=== instr_fetch ===
Fig. 1: instr_fetch, clock routing
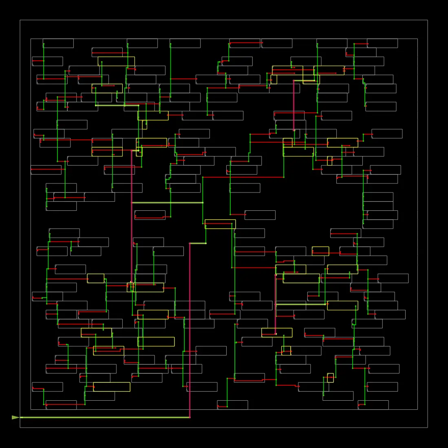

[src/rtl/instr_fetch.sv]
// GMRV instruction fetch stage: owns the PC, drives the instruction ROM
// and registers fetched words into the IF/ID slot with a valid/ready handshake.
module instr_fetch #(
  parameter logic [31:0] RESET_PC   = 32'h0,
  parameter logic [31:0] ROM_ORIGIN = 32'h0,
  parameter logic [31:0] ROM_LENGTH = 32'h400
) (
  input  logic        iCLK,
  input  logic        iRST_N,
  output logic        oROM_CE,
  output logic        oROM_RD,
  output logic [31:0] oROM_ADDR,
  input  logic [31:0] iROM_DATA,
  input  logic        iREDIRECT,
  input  logic [31:0] iREDIRECT_PC,
  output logic        oIF_VALID,
  output logic [31:0] oIF_INSTR,
  output logic [31:0] oIF_PC,
  input  logic        iID_READY,
  output logic        oFAULT,
  output logic [31:0] oFAULT_PC,
  output logic [31:0] oFETCH_CNT
);

  typedef enum logic {RUN, HALT} state_t;

  // 33-bit window end so ORIGIN+LENGTH cannot wrap
  localparam logic [32:0] ROM_END =
    {1'b0, ROM_ORIGIN} + {1'b0, ROM_LENGTH};

  state_t      state_q, state_d;
  logic [31:0] pc_q, pc_d;
  logic        vld_q, vld_d;
  logic [31:0] instr_q, instr_d;
  logic [31:0] ipc_q, ipc_d;
  logic        fault_q, fault_d;
  logic [31:0] fpc_q, fpc_d;
  logic [31:0] cnt_q, cnt_d;

  logic pc_ok, slot_free, take, fetch;

  assign pc_ok = (pc_q[1:0] == 2'b00)
    && ({1'b0, pc_q} >= {1'b0, ROM_ORIGIN})
    && ({1'b0, pc_q} < ROM_END);
  assign slot_free = !vld_q || iID_READY;
  assign take      = vld_q && iID_READY;
  assign fetch     = (state_q == RUN) && slot_free
    && !iREDIRECT && pc_ok;

  assign oROM_CE    = fetch;
  assign oROM_RD    = fetch;
  assign oROM_ADDR  = pc_q;
  assign oIF_VALID  = vld_q;
  assign oIF_INSTR  = instr_q;
  assign oIF_PC     = ipc_q;
  assign oFAULT     = fault_q;
  assign oFAULT_PC  = fpc_q;
  assign oFETCH_CNT = cnt_q;

  always_comb begin
    state_d = state_q;
    pc_d    = pc_q;
    vld_d   = vld_q;
    instr_d = instr_q;
    ipc_d   = ipc_q;
    fault_d = fault_q;
    fpc_d   = fpc_q;
    cnt_d   = cnt_q + {31'b0, take};
    if (iREDIRECT) begin
      pc_d    = iREDIRECT_PC;
      vld_d   = 1'b0;
      state_d = RUN;
      fault_d = 1'b0;
    end else if ((state_q == RUN) && slot_free && !pc_ok) begin
      state_d = HALT;
      fault_d = 1'b1;
      fpc_d   = pc_q;
      vld_d   = 1'b0;
    end else if (fetch) begin
      instr_d = iROM_DATA;
      ipc_d   = pc_q;
      vld_d   = 1'b1;
      pc_d    = pc_q + 32'd4;
    end else if (take) begin
      // only reachable in HALT: drain the pending word
      vld_d = 1'b0;
    end
  end

  always_ff @(posedge iCLK or negedge iRST_N) begin
    if (!iRST_N) begin
      state_q <= RUN;
      pc_q    <= RESET_PC;
      vld_q   <= 1'b0;
      instr_q <= 32'h0;
      ipc_q   <= 32'h0;
      fault_q <= 1'b0;
      fpc_q   <= 32'h0;
      cnt_q   <= 32'h0;
    end else begin
      state_q <= state_d;
      pc_q    <= pc_d;
      vld_q   <= vld_d;
      instr_q <= instr_d;
      ipc_q   <= ipc_d;
      fault_q <= fault_d;
      fpc_q   <= fpc_d;
      cnt_q   <= cnt_d;
    end
  end

endmodule

[config.mk]
export PLATFORM = sky130hd
export DESIGN_NAME = instr_fetch
export DESIGN_NICKNAME = d
export VERILOG_FILES = /design/src/rtl/instr_fetch.sv
export SDC_FILE = /design/constraint.sdc
export NUM_CORES = 1
export LEC_CHECK = 0
export ABC_CLOCK_PERIOD_IN_PS = 4100
export CAP_MARGIN = 15
export CORE_MARGIN = 3
export CORE_UTILIZATION = 48
export CTS_CLUSTER_SIZE = 25
export DETAILED_ROUTE_END_ITERATION = 6
export PLACE_DENSITY = 0.92
export SLEW_MARGIN = 20
export SYNTH_ARGS = -nofsm -noshare
export SYNTH_HDL_FRONTEND = slang
export SYNTH_SLANG_ARGS = --single-unit
[constraint.sdc]
create_clock -name iCLK -period 4.1 [get_ports iCLK]
set_input_delay 0.41 -clock iCLK [delete_from_list [all_inputs] [get_ports iCLK]]
set_output_delay 0.41 -clock iCLK [all_outputs]
set_load 0.02 [all_outputs]
=== colour_mode_ctrl ===
<file path="config.mk">
export PLATFORM = sky130hd
export DESIGN_NAME = colour_mode_ctrl
export DESIGN_NICKNAME = d
export VERILOG_FILES = /design/src/rtl/colour_mode_ctrl.sv
export SDC_FILE = /design/constraint.sdc
export NUM_CORES = 1
export LEC_CHECK = 0
export ABC_AREA = 1
export CORE_ASPECT_RATIO = 0.7
export CORE_MARGIN = 4
export CORE_UTILIZATION = 57
export CTS_CLUSTER_SIZE = 20
export DETAILED_ROUTE_END_ITERATION = 8
export DONT_BUFFER_PORTS = 1
export PLACE_DENSITY = 0.8
export SYNTH_ARGS = -nofsm -noshare
export SYNTH_HDL_FRONTEND = slang
export SYNTH_SLANG_ARGS = --single-unit
</file>
<file path="constraint.sdc">
create_clock -name clk -period 2.6 [get_ports clk]
set_clock_uncertainty 0.05 [all_clocks]
set_input_delay 0.39 -clock clk [delete_from_list [all_inputs] [get_ports clk]]
set_output_delay 0.39 -clock clk [all_outputs]
set_load 0.005 [all_outputs]
</file>
<file path="src/rtl/colour_mode_ctrl.sv">
// colour_mode_ctrl
//   Button-driven mode controller for the colour_change datapath. The four
//   board buttons are synchronised and debounced. Presses edit a pending
//   colour mode. The pending mode is committed to o_mode only on a vsync
//   rising edge, so a frame is never split between two modes. An optional
//   auto-cycle mode steps the colour mode every AUTO_FRAMES frames.
//
// Ports
//   clk           : pixel clock
//   n_rst         : asynchronous active-low reset
//   btn[3:0]      : raw asynchronous push buttons, active-high
//                   [0] next mode, [1] previous mode, [2] passthrough,
//                   [3] toggle auto-cycle
//   i_vid_vsync   : vsync from the video timing
//   o_mode        : committed colour mode
//   o_mode_update : one-cycle pulse in the first cycle o_mode shows a new value
//   o_auto        : auto-cycle enabled
//   o_pending     : pending mode, committed on the next vsync rise
module colour_mode_ctrl #(
  parameter int DEBOUNCE_CYCLES = 1000000,
  parameter int CNT_W           = 20,
  parameter int NUM_MODES       = 6,
  parameter int MODE_W          = 3,
  parameter int AUTO_FRAMES     = 60
) (
  input  logic              clk,
  input  logic              n_rst,
  input  logic [3:0]        btn,
  input  logic              i_vid_vsync,
  output logic [MODE_W-1:0] o_mode,
  output logic              o_mode_update,
  output logic              o_auto,
  output logic [MODE_W-1:0] o_pending
);

  localparam int FRM_W = (AUTO_FRAMES > 1) ? $clog2(AUTO_FRAMES) : 1;
  localparam logic [CNT_W-1:0]  DB_MAX   = CNT_W'(DEBOUNCE_CYCLES - 1);
  localparam logic [MODE_W-1:0] MODE_MAX = MODE_W'(NUM_MODES - 1);
  localparam logic [FRM_W-1:0]  FRM_MAX  = FRM_W'(AUTO_FRAMES - 1);

  // Wrapping is done by explicit compare so NUM_MODES need not be a power of 2.
  function automatic logic [MODE_W-1:0] mode_next(input logic [MODE_W-1:0] m);
    if (m == MODE_MAX) return {MODE_W{1'b0}};
    else               return m + {{(MODE_W-1){1'b0}}, 1'b1};
  endfunction

  function automatic logic [MODE_W-1:0] mode_prev(input logic [MODE_W-1:0] m);
    if (m == {MODE_W{1'b0}}) return MODE_MAX;
    else                     return m - {{(MODE_W-1){1'b0}}, 1'b1};
  endfunction

  logic [3:0]        sync1_q, sync2_q;
  logic [3:0]        stable_q, stable_d, stable_prev_q;
  logic [CNT_W-1:0]  db_cnt_q [4];
  logic [CNT_W-1:0]  db_cnt_d [4];
  logic              vsync_q;
  logic [MODE_W-1:0] pending_q, pending_d;
  logic [MODE_W-1:0] mode_q, mode_d;
  logic              update_q, update_d;
  logic              auto_q, auto_d;
  logic [FRM_W-1:0]  frm_q, frm_d;

  logic [3:0] press_s;
  logic       any_press_s;
  logic       vsync_rise_s;
  logic       auto_wrap_s;

  assign press_s      = stable_q & ~stable_prev_q;
  assign any_press_s  = |press_s;
  assign vsync_rise_s = i_vid_vsync & ~vsync_q;
  // Auto step only fires when no manual press competes for the pending mode.
  assign auto_wrap_s  = auto_q & vsync_rise_s & (frm_q == FRM_MAX) & ~any_press_s;

  // Per-button debounce: accept a new level after DEBOUNCE_CYCLES consecutive cycles.
  always_comb begin
    stable_d = stable_q;
    for (int i = 0; i < 4; i++) begin
      db_cnt_d[i] = {CNT_W{1'b0}};
      if (sync2_q[i] != stable_q[i]) begin
        if (db_cnt_q[i] == DB_MAX) begin
          stable_d[i] = sync2_q[i];
          db_cnt_d[i] = {CNT_W{1'b0}};
        end else begin
          db_cnt_d[i] = db_cnt_q[i] + {{(CNT_W-1){1'b0}}, 1'b1};
        end
      end else begin
        db_cnt_d[i] = {CNT_W{1'b0}};
      end
    end
  end

  // Pending mode and auto enable: one action per cycle, btn[2] > btn[3] > btn[0]/btn[1] > auto.
  always_comb begin
    pending_d = pending_q;
    auto_d    = auto_q;
    if (press_s[2]) begin
      pending_d = {MODE_W{1'b0}};
    end else if (press_s[3]) begin
      auto_d = ~auto_q;
    end else if (press_s[0] && !press_s[1]) begin
      pending_d = mode_next(pending_q);
    end else if (press_s[1] && !press_s[0]) begin
      pending_d = mode_prev(pending_q);
    end else if (auto_wrap_s) begin
      pending_d = mode_next(pending_q);
    end else begin
      pending_d = pending_q;
    end
  end

  // Frame counter runs only in auto mode and restarts whenever auto is toggled.
  always_comb begin
    frm_d = frm_q;
    if (press_s[3] || !auto_q) begin
      frm_d = {FRM_W{1'b0}};
    end else if (vsync_rise_s) begin
      if (frm_q == FRM_MAX) frm_d = {FRM_W{1'b0}};
      else                  frm_d = frm_q + {{(FRM_W-1){1'b0}}, 1'b1};
    end else begin
      frm_d = frm_q;
    end
  end

  // Commit at the frame boundary; uses pending as registered before this cycle.
  always_comb begin
    mode_d = mode_q;
    if (vsync_rise_s) begin
      if (auto_wrap_s) mode_d = mode_next(pending_q);
      else             mode_d = pending_q;
    end else begin
      mode_d = mode_q;
    end
    update_d = (mode_d != mode_q);
  end

  // State registers.
  always_ff @(posedge clk or negedge n_rst) begin
    if (!n_rst) begin
      sync1_q       <= 4'b0000;
      sync2_q       <= 4'b0000;
      stable_q      <= 4'b0000;
      stable_prev_q <= 4'b0000;
      for (int i = 0; i < 4; i++) db_cnt_q[i] <= {CNT_W{1'b0}};
      vsync_q       <= 1'b1;
      pending_q     <= {MODE_W{1'b0}};
      mode_q        <= {MODE_W{1'b0}};
      update_q      <= 1'b0;
      auto_q        <= 1'b0;
      frm_q         <= {FRM_W{1'b0}};
    end else begin
      sync1_q       <= btn;
      sync2_q       <= sync1_q;
      stable_q      <= stable_d;
      stable_prev_q <= stable_q;
      for (int i = 0; i < 4; i++) db_cnt_q[i] <= db_cnt_d[i];
      vsync_q       <= i_vid_vsync;
      pending_q     <= pending_d;
      mode_q        <= mode_d;
      update_q      <= update_d;
      auto_q        <= auto_d;
      frm_q         <= frm_d;
    end
  end

  assign o_mode        = mode_q;
  assign o_mode_update = update_q;
  assign o_auto        = auto_q;
  assign o_pending     = pending_q;

endmodule

</file>
Fig. 2: colour_mode_ctrl, M2 wires
Bar = 50 um.
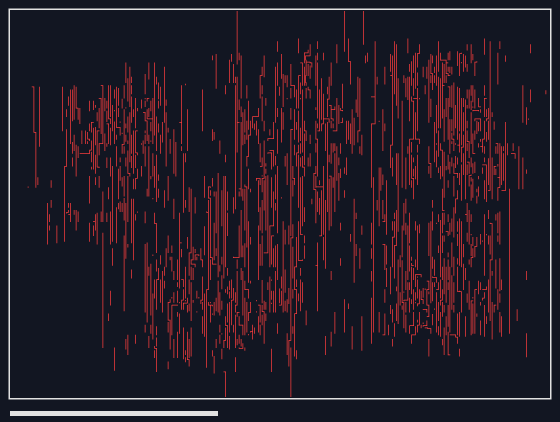
614 nets have wire on it. The layer carries 5220 um of wire. The longest straight run is 37.1 um. The layer holds 46% of the routed length.
Post-Route WL: 11300 um
total via count in the routed design: 4764

Fig. 3: colour_mode_ctrl, clock routing
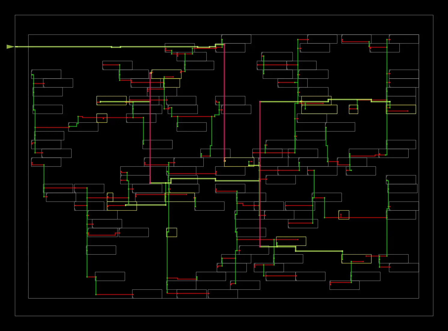
seq_cells: 111
clock network power: 1.40 mW
number of clock-tree buffers in the layout: 10
number of buffers added by the clock tree synthesis step: 9

==> run notes, colour_mode_ctrl <==
Results of the flow run.

The flow ran to the end, but the final reports show violations. The final reports fail on hold timing. The post-route non-filler standard cell count stands at between 800 and 900. By instance count, the cell type seen most on the critical path is sky130_fd_sc_hd__nand2_1.

The arrival time of data at the critical path endpoint stands at between 2 and 2.5 ns. In this run the tools logged warnings totalling 30. STA classifies the critical path endpoint as a flop. The register share of total power stands at approximately 54%. The number of endpoints with negative hold slack in the final report stands at between 100 and 150. Per the detail_route log, the uppermost layer with routed signals is met4.

After global routing the overflow that remains totals 0. The post-route worst hold slack stands at -0.321 ns. Per the CTS log, the root buffer master is sky130_fd_sc_hd__clkbuf_16. Per the post-synthesis stats, the area per cell is just over 8 um2. The max capacitance violation total stands at 0. Overall power consumption after layout is estimated at 3.26 mW.

Switching power as a fraction of the total was reported as 21.3%. For the finished layout, the period the worst path requires is between 1.5 and 2 ns. In the final layout, the registers with the most flip-flops are db_cnt_q: 80 flops, frm_q: 6 flops.

The signal on the critical path passes through ha_1 -> nand2_2 -> nor2_4 -> nand2_1 -> nor2_1 -> nand3_1 -> nand2_1 -> inv_1 -> nand2_1 -> nor2_1.
Fig. 4: instr_fetch, M2 wires
Bar = 20 um.
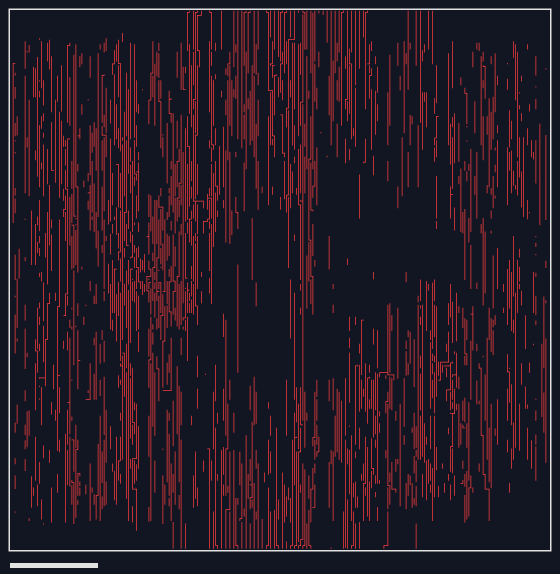
The longest straight run is 71.7 um. The layer carries 8750 um of wire. The layer holds 51% of the routed length. The wires run mostly vertical. 733 nets have wire on it.
Post-Route WL: 17100 um
met2 Use GR: 40.3%

Fig. 5: instr_fetch, M1 wires
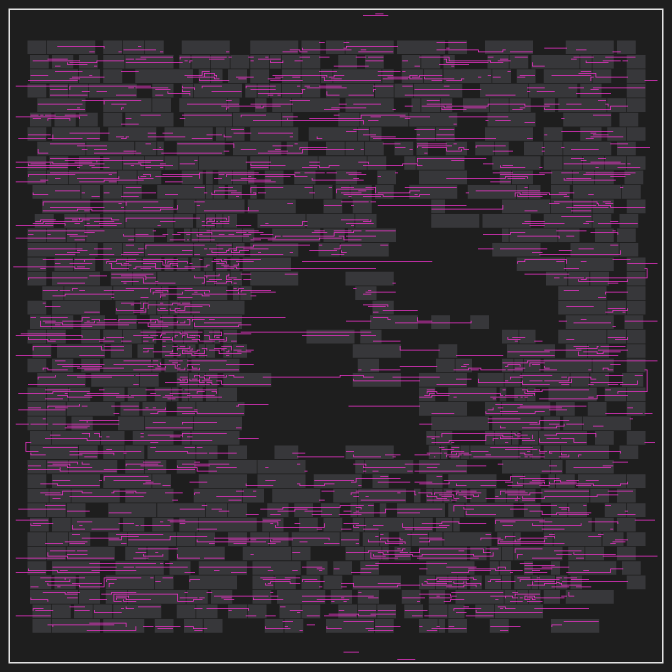
The longest straight run is 26.2 um. The layer carries 6340 um of wire. 658 nets have wire on it. The layer holds 37% of the routed length. The wires run mostly horizontal.

About Fig. 1:
number of clock-tree buffers in the layout: 22
CTS sink cnt: 162
clk latency late pin: 0.42 ns

==> run notes, instr_fetch <==
Results of the flow run.

Timing would allow up to approximately 320 MHz. The leakage component of the power was reported as between 4 and 5 nW. STA classifies the critical path startpoint as a flop.

The clock network burns between 30% and 40% of the power. For this run, global-route usage on met3 was measured as 10.6%. The first global-routing pass estimated between 20000 and 30000 um of wire. The repair_antennas step left the layout with diodes totalling 0. The clock slew seen by the registers of the worst setup and hold paths stands at about 0.060 ns. For this run the top cell type by instance count after synthesis was sky130_fd_sc_hd__dfrtp_1. STA shows the worst reg2reg path with a cell count of 5. In the layout the commonest cells are 230 x sky130_fd_sc_hd__clkdlybuf4s50_1, 162 x sky130_fd_sc_hd__dfrtp_1, 71 x sky130_fd_sc_hd__mux2_1. In the final layout, the fill cell count is between 800 and 900. In the synthesized netlist, the dominant kind of combinational cell is multiplexers. The worst-case IR drop observed on VDD is ~350 uV. Per report_power, the combinational group accounts for between 10% and 20% of the total.

The pin count of the biggest net entering global routing stands at ~100. After synthesis, the share of flip-flops with an asynchronous set or reset is 100%. Tracing the worst setup path back leads to its startpoint at oROM_ADDR[29]. The number of nets at the end of the flow stands at between 700 and 800. The cell type that accounts for the most area after synthesis is sky130_fd_sc_hd__dfrtp_1. The setup fix buffers added after clock tree synthesis stands at 0. By area the synthesized netlist is led by sky130_fd_sc_hd__dfrtp_1 62%, sky130_fd_sc_hd__mux2_1 12%, sky130_fd_sc_hd__mux2_2 4.1%, sky130_fd_sc_hd__xnor2_1 2.7%, sky130_fd_sc_hd__nor2b_1 2.6%.

The net count after synthesis is 539. The flow ran to the end, and the final reports show no timing, DRC or antenna violations. The total track usage stands at between 20% and 30%. Summing all non-filler instances in the final layout gives an area of about 0.0096 mm2. The count of hold buffers inserted by post-cts repair stands at 0. The internal portion of the total power is between 3 and 4 mW.

==> gallery <==
Signal wires on met3.
image #1
Bar = 50 um.
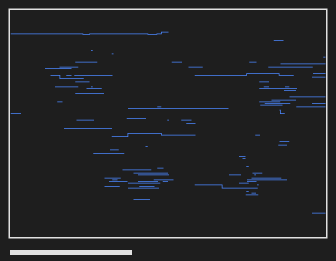
image #2
Bar = 20 um.
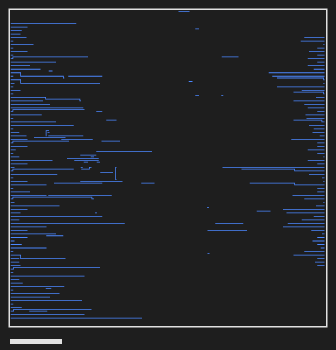
colour_mode_ctrl -> image #1
instr_fetch -> image #2

Key to image #1:
The layer carries 715 um of wire. 63 nets have wire on it. The wires run mostly horizontal.


Power and IR drop assume default switching activity.
